# ---- design 1 ----
design_1/density.png
(4 px per um) 10 x 10 tiles, from white (low) to dark blue (high), 0 to 100% covered.
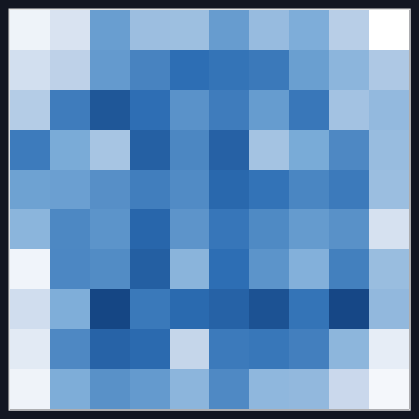

===== config.mk =====
export PLATFORM = sky130hd
export DESIGN_NAME = scroll_lanes
export DESIGN_NICKNAME = d
export VERILOG_FILES = /design/src/rtl/scroll_lanes.sv
export SDC_FILE = /design/constraint.sdc
export NUM_CORES = 1
export LEC_CHECK = 0
export ABC_AREA = 0
export CORE_MARGIN = 1.5
export CORE_UTILIZATION = 50
export CTS_BUF_LIST = sky130_fd_sc_hd__clkbuf_8
export CTS_CLUSTER_DIAMETER = 30
export DETAILED_ROUTE_END_ITERATION = 6
export PLACE_DENSITY_LB_ADDON = 0.15
export SLEW_MARGIN = 10
export SYNTH_ARGS = -nofsm -noshare
export SYNTH_HDL_FRONTEND = slang
export SYNTH_SLANG_ARGS = --single-unit

===== constraint.sdc =====
create_clock -name clk -period 3.04 [get_ports clk]
set_input_delay 0.608 -clock clk [delete_from_list [all_inputs] [get_ports clk]]
set_output_delay 0.608 -clock clk [all_outputs]
set_load 0.05 [all_outputs]

===== src/rtl/scroll_lanes.sv =====
// scroll_lanes: NUM_LANES horizontal scroll offsets that advance together on
// a shared prescaler tick. The tick period shrinks as the score rises. Each
// lane moves by its own step and direction and wraps modulo SCREEN_WIDTH.
module scroll_lanes #(
  parameter int          NUM_LANES    = 4,
  parameter int          POS_W        = 10,
  parameter int          SCREEN_WIDTH = 640,
  parameter int          SCORE_W      = 7,
  parameter int          CTR_W        = 18,
  parameter int          PERIOD       = 100000,
  parameter int          SPEED_SHIFT  = 9,
  parameter int          MIN_PERIOD   = 2000,
  parameter logic [31:0] LANE_STEPS   = {8{4'd2}},
  parameter int          LANE_OFFSET  = 160
) (
  input  logic                       clk,
  input  logic                       rst_n,
  input  logic                       enable,
  input  logic                       restart,
  input  logic [SCORE_W-1:0]         score,
  input  logic [NUM_LANES-1:0]       lane_dir,
  output logic [NUM_LANES*POS_W-1:0] h_pos,
  output logic [NUM_LANES-1:0]       move_pulse,
  output logic                       tick
);

  typedef logic [NUM_LANES-1:0][POS_W-1:0] pos_t;

  localparam logic [CTR_W-1:0] PERIOD_M1  = CTR_W'(PERIOD - 1);
  localparam logic [CTR_W-1:0] MAX_RELOAD = CTR_W'(PERIOD - MIN_PERIOD);

  // Start-of-game layout: lanes are spread LANE_OFFSET pixels apart.
  function automatic pos_t init_pos();
    pos_t p;
    for (int i = 0; i < NUM_LANES; i++) begin
      p[i] = POS_W'((i * LANE_OFFSET) % SCREEN_WIDTH);
    end
    return p;
  endfunction

  // One modular step. The intermediate values are one bit wider than a
  // position, so p + s and p + SCREEN_WIDTH - s never overflow.
  function automatic logic [POS_W-1:0] lane_next(input logic [POS_W-1:0] p,
                                                 input logic [3:0]       s,
                                                 input logic             dir);
    logic [POS_W:0] pw, sw, mw, wide;
    pw = {1'b0, p};
    sw = (POS_W+1)'(s);
    mw = (POS_W+1)'(SCREEN_WIDTH);
    if (!dir) begin
      wide = pw + sw;
      if (wide >= mw) wide = wide - mw;
    end else begin
      if (pw < sw) wide = pw + mw - sw;
      else         wide = pw - sw;
    end
    return wide[POS_W-1:0];
  endfunction

  logic [CTR_W-1:0]     ctr_q, ctr_d;
  pos_t                 pos_q, pos_d;
  logic                 tick_q, tick_d;
  logic [NUM_LANES-1:0] move_q, move_d;

  logic [CTR_W-1:0] shifted;
  logic [CTR_W-1:0] reload;
  logic             tick_cycle;

  // The shift is done at counter width so that high score bits are kept.
  // The clamp then bounds the speed-up to MIN_PERIOD cycles per tick.
  assign shifted    = CTR_W'(score) << SPEED_SHIFT;
  assign reload     = (shifted > MAX_RELOAD) ? MAX_RELOAD : shifted;
  assign tick_cycle = enable && (ctr_q >= PERIOD_M1);

  // Next state for the prescaler, the lane positions and the pulse outputs.
  // The score and lane_dir inputs matter only on a tick cycle.
  always_comb begin
    // NOTE: every signal gets a default first so that no path leaves one
    // unassigned; an unassigned path would infer a latch.
    ctr_d  = ctr_q;
    pos_d  = pos_q;
    tick_d = 1'b0;
    move_d = '0;
    if (restart) begin
      ctr_d = '0;
      pos_d = init_pos();
    end else if (enable) begin
      if (tick_cycle) begin
        ctr_d  = reload;
        tick_d = 1'b1;
        for (int i = 0; i < NUM_LANES; i++) begin
          if (LANE_STEPS[4*i +: 4] != 4'd0) begin
            pos_d[i]  = lane_next(pos_q[i], LANE_STEPS[4*i +: 4], lane_dir[i]);
            move_d[i] = 1'b1;
          end
        end
      end else begin
        ctr_d = ctr_q + 1'b1;
      end
    end
  end

  // State registers. The async reset matches the state left by restart.
  always_ff @(posedge clk or negedge rst_n) begin
    // NOTE: sequential state uses non-blocking assignments only. Every
    // flop then samples the values from before the edge.
    if (!rst_n) begin
      ctr_q  <= '0;
      pos_q  <= init_pos();
      tick_q <= 1'b0;
      move_q <= '0;
    end else begin
      ctr_q  <= ctr_d;
      pos_q  <= pos_d;
      tick_q <= tick_d;
      move_q <= move_d;
    end
  end

  assign h_pos      = pos_q;
  assign move_pulse = move_q;
  assign tick       = tick_q;

endmodule


# ---- design 2 ----
$ cat src/rtl/nim_pkg.sv
// nim_pkg: shared state and response encodings for the Nim pile bank
package nim_pkg;
    typedef enum logic [1:0] {IDLE, SHIFT, COMMIT} nim_state_t;
    typedef enum logic [1:0] {RESP_OK, RESP_ZERO_TAKE, RESP_OVERDRAW, RESP_BAD_PILE} nim_resp_t;
endpackage

$ cat src/rtl/nim_pile_bank_full_subtractor.sv
// full_subtractor: one-bit borrow subtractor cell, d = a - b - bin
module full_subtractor (
    input  logic a,
    input  logic b,
    input  logic bin,
    output logic d,
    output logic bout
);
    assign d    = a ^ b ^ bin;
    assign bout = (~a & b) | (~a & bin) | (b & bin);
endmodule

$ cat src/rtl/nim_pile_bank.sv
// nim_pile_bank: Nim pile registers updated by validated moves through a bit-serial subtractor
module nim_pile_bank
    import nim_pkg::*;
#(
    parameter int N_PILES    = 4,
    parameter int WIDTH      = 4,
    parameter int INIT_COUNT = 5,
    parameter int IDX_W      = $clog2(N_PILES) + 1
) (
    input  logic                       clk,
    input  logic                       reset,
    input  logic                       req_valid,
    output logic                       req_ready,
    input  logic [IDX_W-1:0]           req_pile,
    input  logic [WIDTH-1:0]           req_amount,
    output logic                       resp_valid,
    output logic [1:0]                 resp_code,
    output logic [N_PILES*WIDTH-1:0]   piles,
    output logic                       player,
    output logic [WIDTH-1:0]           nim_sum,
    output logic                       game_over,
    output logic                       winner
);
    localparam int CNT_W = (WIDTH > 1) ? $clog2(WIDTH) : 1;
    localparam logic [CNT_W-1:0] LAST = CNT_W'(WIDTH - 1);

    nim_state_t state, state_n;
    nim_resp_t code_q, code_n;
    logic [WIDTH-1:0] pile_r [N_PILES];
    logic [IDX_W-1:0] pile_q;
    logic [WIDTH-1:0] amt_q, op_a, op_b, diff, sel;
    logic [CNT_W-1:0] cnt;
    logic borrow, bad, d, bout;

    full_subtractor u_fs (.a(op_a[0]), .b(op_b[0]), .bin(borrow), .d(d), .bout(bout));

    always_ff @(posedge clk)
        state <= reset ? IDLE : state_n;

    always_comb begin
        state_n = (state == IDLE && req_valid) ? SHIFT :
                  (state == SHIFT && cnt == LAST) ? COMMIT :
                  (state == COMMIT) ? IDLE : state;
        sel = '0;
        bad = 1'b1;
        for (int i = 0; i < N_PILES; i++) begin
            if (req_pile == IDX_W'(i)) sel = pile_r[i];
            if (pile_q == IDX_W'(i)) bad = 1'b0;
        end
        code_n = bad ? RESP_BAD_PILE : (amt_q == '0) ? RESP_ZERO_TAKE :
                 borrow ? RESP_OVERDRAW : RESP_OK;
        nim_sum = '0;
        for (int i = 0; i < N_PILES; i++) begin
            nim_sum = nim_sum ^ pile_r[i];
            piles[i*WIDTH +: WIDTH] = pile_r[i];
        end
    end

    assign game_over  = (piles == '0);
    assign req_ready  = (state == IDLE);
    assign resp_valid = (state == COMMIT);
    assign resp_code  = resp_valid ? code_n : code_q;

    always_ff @(posedge clk) begin
        if (reset) begin
            for (int i = 0; i < N_PILES; i++) pile_r[i] <= WIDTH'(INIT_COUNT);
            player <= 1'b0;
            winner <= 1'b0;
            code_q <= RESP_OK;
            pile_q <= '0;
            amt_q  <= '0;
            op_a   <= '0;
            op_b   <= '0;
            diff   <= '0;
            borrow <= 1'b0;
            cnt    <= '0;
        end else begin
            if (state == IDLE && req_valid) begin
                pile_q <= req_pile;
                amt_q  <= req_amount;
                op_a   <= sel;
                op_b   <= req_amount;
                borrow <= 1'b0;
                cnt    <= '0;
            end
            // LSB first: each difference bit enters at the top and walks down
            if (state == SHIFT) begin
                op_a   <= op_a >> 1;
                op_b   <= op_b >> 1;
                diff   <= {d, diff[WIDTH-1:1]};
                borrow <= bout;
                cnt    <= cnt + 1'b1;
            end
            if (state == COMMIT) begin
                code_q <= code_n;
                if (code_n == RESP_OK) begin
                    for (int i = 0; i < N_PILES; i++)
                        if (pile_q == IDX_W'(i)) pile_r[i] <= diff;
                    player <= ~player;
                    winner <= player;
                end
            end
        end
    end
endmodule
$ cat config.mk
export PLATFORM = sky130hd
export DESIGN_NAME = nim_pile_bank
export DESIGN_NICKNAME = d
export VERILOG_FILES = /design/src/rtl/nim_pkg.sv /design/src/rtl/nim_pile_bank_full_subtractor.sv /design/src/rtl/nim_pile_bank.sv
export SDC_FILE = /design/constraint.sdc
export NUM_CORES = 1
export LEC_CHECK = 0
export ABC_AREA = 1
export CAP_MARGIN = 5
export CORE_MARGIN = 2
export CORE_UTILIZATION = 52
export DETAILED_ROUTE_END_ITERATION = 16
export GPL_TIMING_DRIVEN = 0
export PLACE_DENSITY = 0.79
export SYNTH_ARGS = -nofsm -noshare
export SYNTH_HDL_FRONTEND = slang
export SYNTH_HIERARCHICAL = 1
export SYNTH_SLANG_ARGS = --single-unit
$ cat constraint.sdc
create_clock -name clk -period 1.85 [get_ports clk]
set_input_delay 0.4625 -clock clk [delete_from_list [all_inputs] [get_ports clk]]
set_output_delay 0.4625 -clock clk [all_outputs]
set_load 0.03 [all_outputs]

==> layout pictures side by side <==
Clock wires, drivers and flops.
Plate I
(6 px per um)
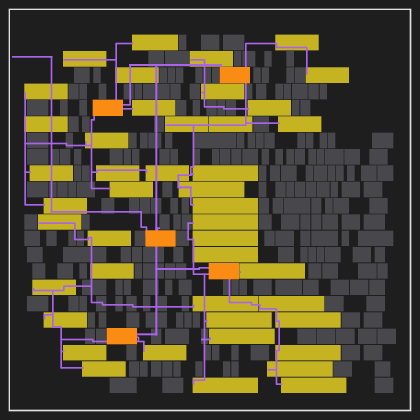
Plate II
(4 px per um)
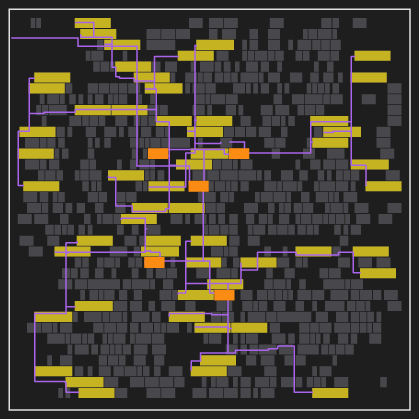
- Plate II = design 1
- Plate I = design 2

Key to Plate I:
[orange] cells driving clock nets | count: 5
[yellow] flip-flops | count: 44
[purple] clock wires | length: 482 um
routed clock nets	6

design_1/final_clocks.png
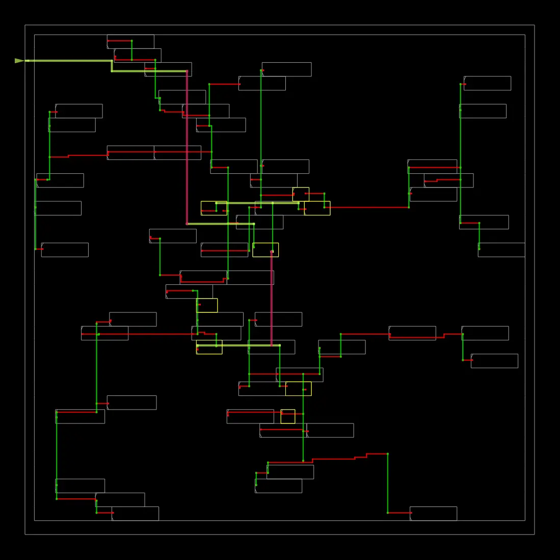
Num CTS Buffers: 5
Worst-Skew Late Latency: 0.32 ns
setup clock skew after layout: 0.0148 ns
clock net sink count: 55
sequential cell count: 55

About design_1/density.png:
mean over tiles	54%
nearly empty tiles	1.0%
fullest tile	91%

==> run notes, design 1 <==
Global routing consumed, on the met3 layer, 2.99% of the routing resources. STA lists the endpoint of the worst register-to-register path as h_pos[18]$_DFFE_PN0N_. The number of setup buffers added after CTS is 0. Yosys printed 0 warnings. Walking the critical path from launch to capture passes 11 cell instances. Most crowded layer after global routing: met2. The final timing report gives a worst setup slack of 0.192 ns. The final instance area came out at 5480 sq um. The width of the die was 99.8 um. Traced cell by cell, the critical path runs through nand3_2 -> nor3_2 -> xor2_1 -> inv_1 -> ha_1 -> or3b_2 -> a211oi_2 -> a31oi_1 -> and2_1 -> o31ai_2 -> a21oi_1. The met1 demand-to-capacity share in global routing was 34.5%; the number of logged tool warnings was 30. The tools report the maximum vdd drop as 0.192 mV. TritonCTS built the clock tree. The run gives 46.8% as the relative slew slack.

The worst setup path is captured at a flip-flop. The combinational cell fraction of total power was 8.4%. The flow ran to the end, and the final reports show no timing, DRC or antenna violations. Of the total power, the share spent switching nets is 26.8%.

The final timing report counts setup violations totalling 0. The tools report the cell leakage power as 2.09 nW. The number of placed instances, taps included, is 739. With the number of nets at the end of the flow at 665, the I/O pin count is 60. Of the post-synthesis cell area, the dominant cell type holds 25.1%. The number of antenna violations at the first check in global routing was 0.

Among all stages on the critical path, the maximum delay recorded is 0.58 ns. The number of design-rule violations left by the first detailed-router iteration is 222.
## design 1: cells by family after synthesis
| kind of cell | after synthesis | share of synthesized area, % |
|---|---|---|
| muxes | 11 | 2.64 |
| AOI/OAI and AO/OA | 131 | 18.4 |
| and+or+nand+nor | 264 | 30.0 |
| other | 1 | 0.0800 |
| adders and majority gates | 13 | 3.47 |
| xor gates and xnor gates | 45 | 8.41 |
| buffers and inverters | 76 | 7.42 |
| DFF | 55 | 29.6 |
## design 1: power by group through the flow
stage	combinational [W]	sequential (W)	clock [W]
2_1_floorplan	0.0000597	0.000751	0
3_3_place_gp	0.000109	0.000751	0
3_5_place_dp	0.000110	0.000751	0
4_1_cts	0.000110	0.000737	0.000469
5_1_grt	0.000121	0.000738	0.000488
6_report	0.000109	0.000737	0.000445
## design 1: registers in the layout, summed over array words and instances, names as in the netlist
| signal | count |
|---|---|
| h_pos | 36 |
| ctr_q | 18 |
| move_pulse | 1 |
## design 1: area by class of cell
class,count,area [sq um]
fill,813,3670
clock inverter,3,27.5
sequential,55,1390
multi-input combinational,468,2980
tap,111,139
inverter,23,86.3
timing repair buffer,84,788
clock buffer,5,68.8
design_2/met3.png
(8 px per um)
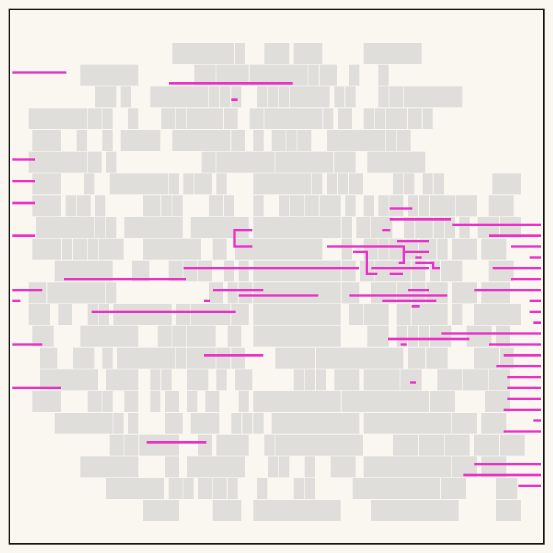
nets with wire on the layer	50
share of all routed wire	6.9%
main direction	horizontal
longest straight run	21.6 um
wire length on this layer	325 um

==> run notes, design 2 <==
The number of design-rule violations left by the first detailed-router iteration was 182; the maximum vdd drop was 0.547 mV. With the internal portion of total power at 0.00142 W, the number of logged tool warnings is 28. The run finished, with violations left. The flow reports power dissipated in combinational cells as 0.000293 W. For the layout sequential cell count, the log shows 44. The run gives -0.0352 ns as the final setup slack of the worst path. The routed design has 4680 um of wire. Summing all multiplexer cells gives an area fraction of 0%.

The core region is 3720 sq um. The CTS buffer count is 5. The checks that failed: negative setup slack.

The layout cell share with drive strength beyond 1 came out at 16.8%. The total number of vias is 1808, and the clock insertion delay at the later pin of the skew report is 0.29 ns. The run gives 29.0% for the portion of total power attributed to the clock network. Setup violation total in the final timing report: 1.

Global routing consumed, over all layers together, 23.1% of the routing resources. The tools report the number of antenna violations at the first check in global routing as 0. CTS reports a maximum clock tree buffer depth of 2.

The detailed-route DRC error count is 0. The worst-case reg-to-reg path depth is 5, and the global-route wire length before repair is 7530 um. The kind of critical path is flip-flop to primary output. Entering global routing, the biggest net connects 14 pins. Row generation in the floorplan step produced 22 rows. The synthesized netlist occupies a cell area of 2040 sq um.
[design 2: cells in the final DEF (no fill, tap or decap), types with 4 or more instances in the layout]
cell type,count
sky130_fd_sc_hd__edfxtp_1,16
sky130_fd_sc_hd__nand3_1,15
sky130_fd_sc_hd__inv_2,4
sky130_fd_sc_hd__o21ai_0,14
sky130_fd_sc_hd__a21oi_1,20
sky130_fd_sc_hd__xor2_1,4
sky130_fd_sc_hd__xnor2_1,7
sky130_fd_sc_hd__nor2_1,27
sky130_fd_sc_hd__buf_4,13
sky130_fd_sc_hd__clkbuf_8,5
sky130_fd_sc_hd__buf_2,5
sky130_fd_sc_hd__nand2_1,46
sky130_fd_sc_hd__dfxtp_1,27
sky130_fd_sc_hd__inv_1,19
sky130_fd_sc_hd__dlygate4sd2_1,17
sky130_fd_sc_hd__clkdlybuf4s50_1,9
[design 2: per-stage QoR]
stage          hold slack, ns  TNS [ns]
6_report                0.468   -0.0352
5_1_grt                 0.482    -0.175
4_1_cts                 0.468   -0.0111
3_5_place_dp            0.456     -3.44
3_3_place_gp            0.452     -3.01
2_1_floorplan           0.429         0


==> layout pictures side by side <==
Signal wires on met1.
picture 1
(3 px per um) Supply wires on this layer in gray.
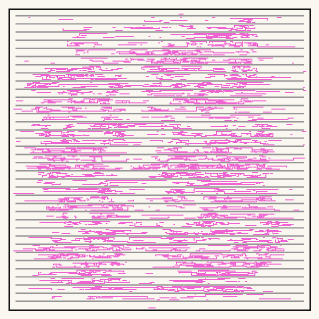
picture 2
(4 px per um) Supply wires on this layer in gray.
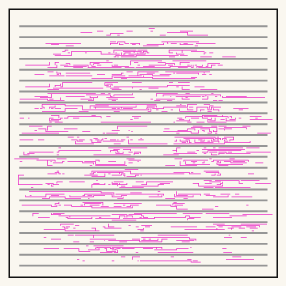
Design 1 is picture 1.
Design 2 is picture 2.

Power is estimated from default activity; no workload was simulated.
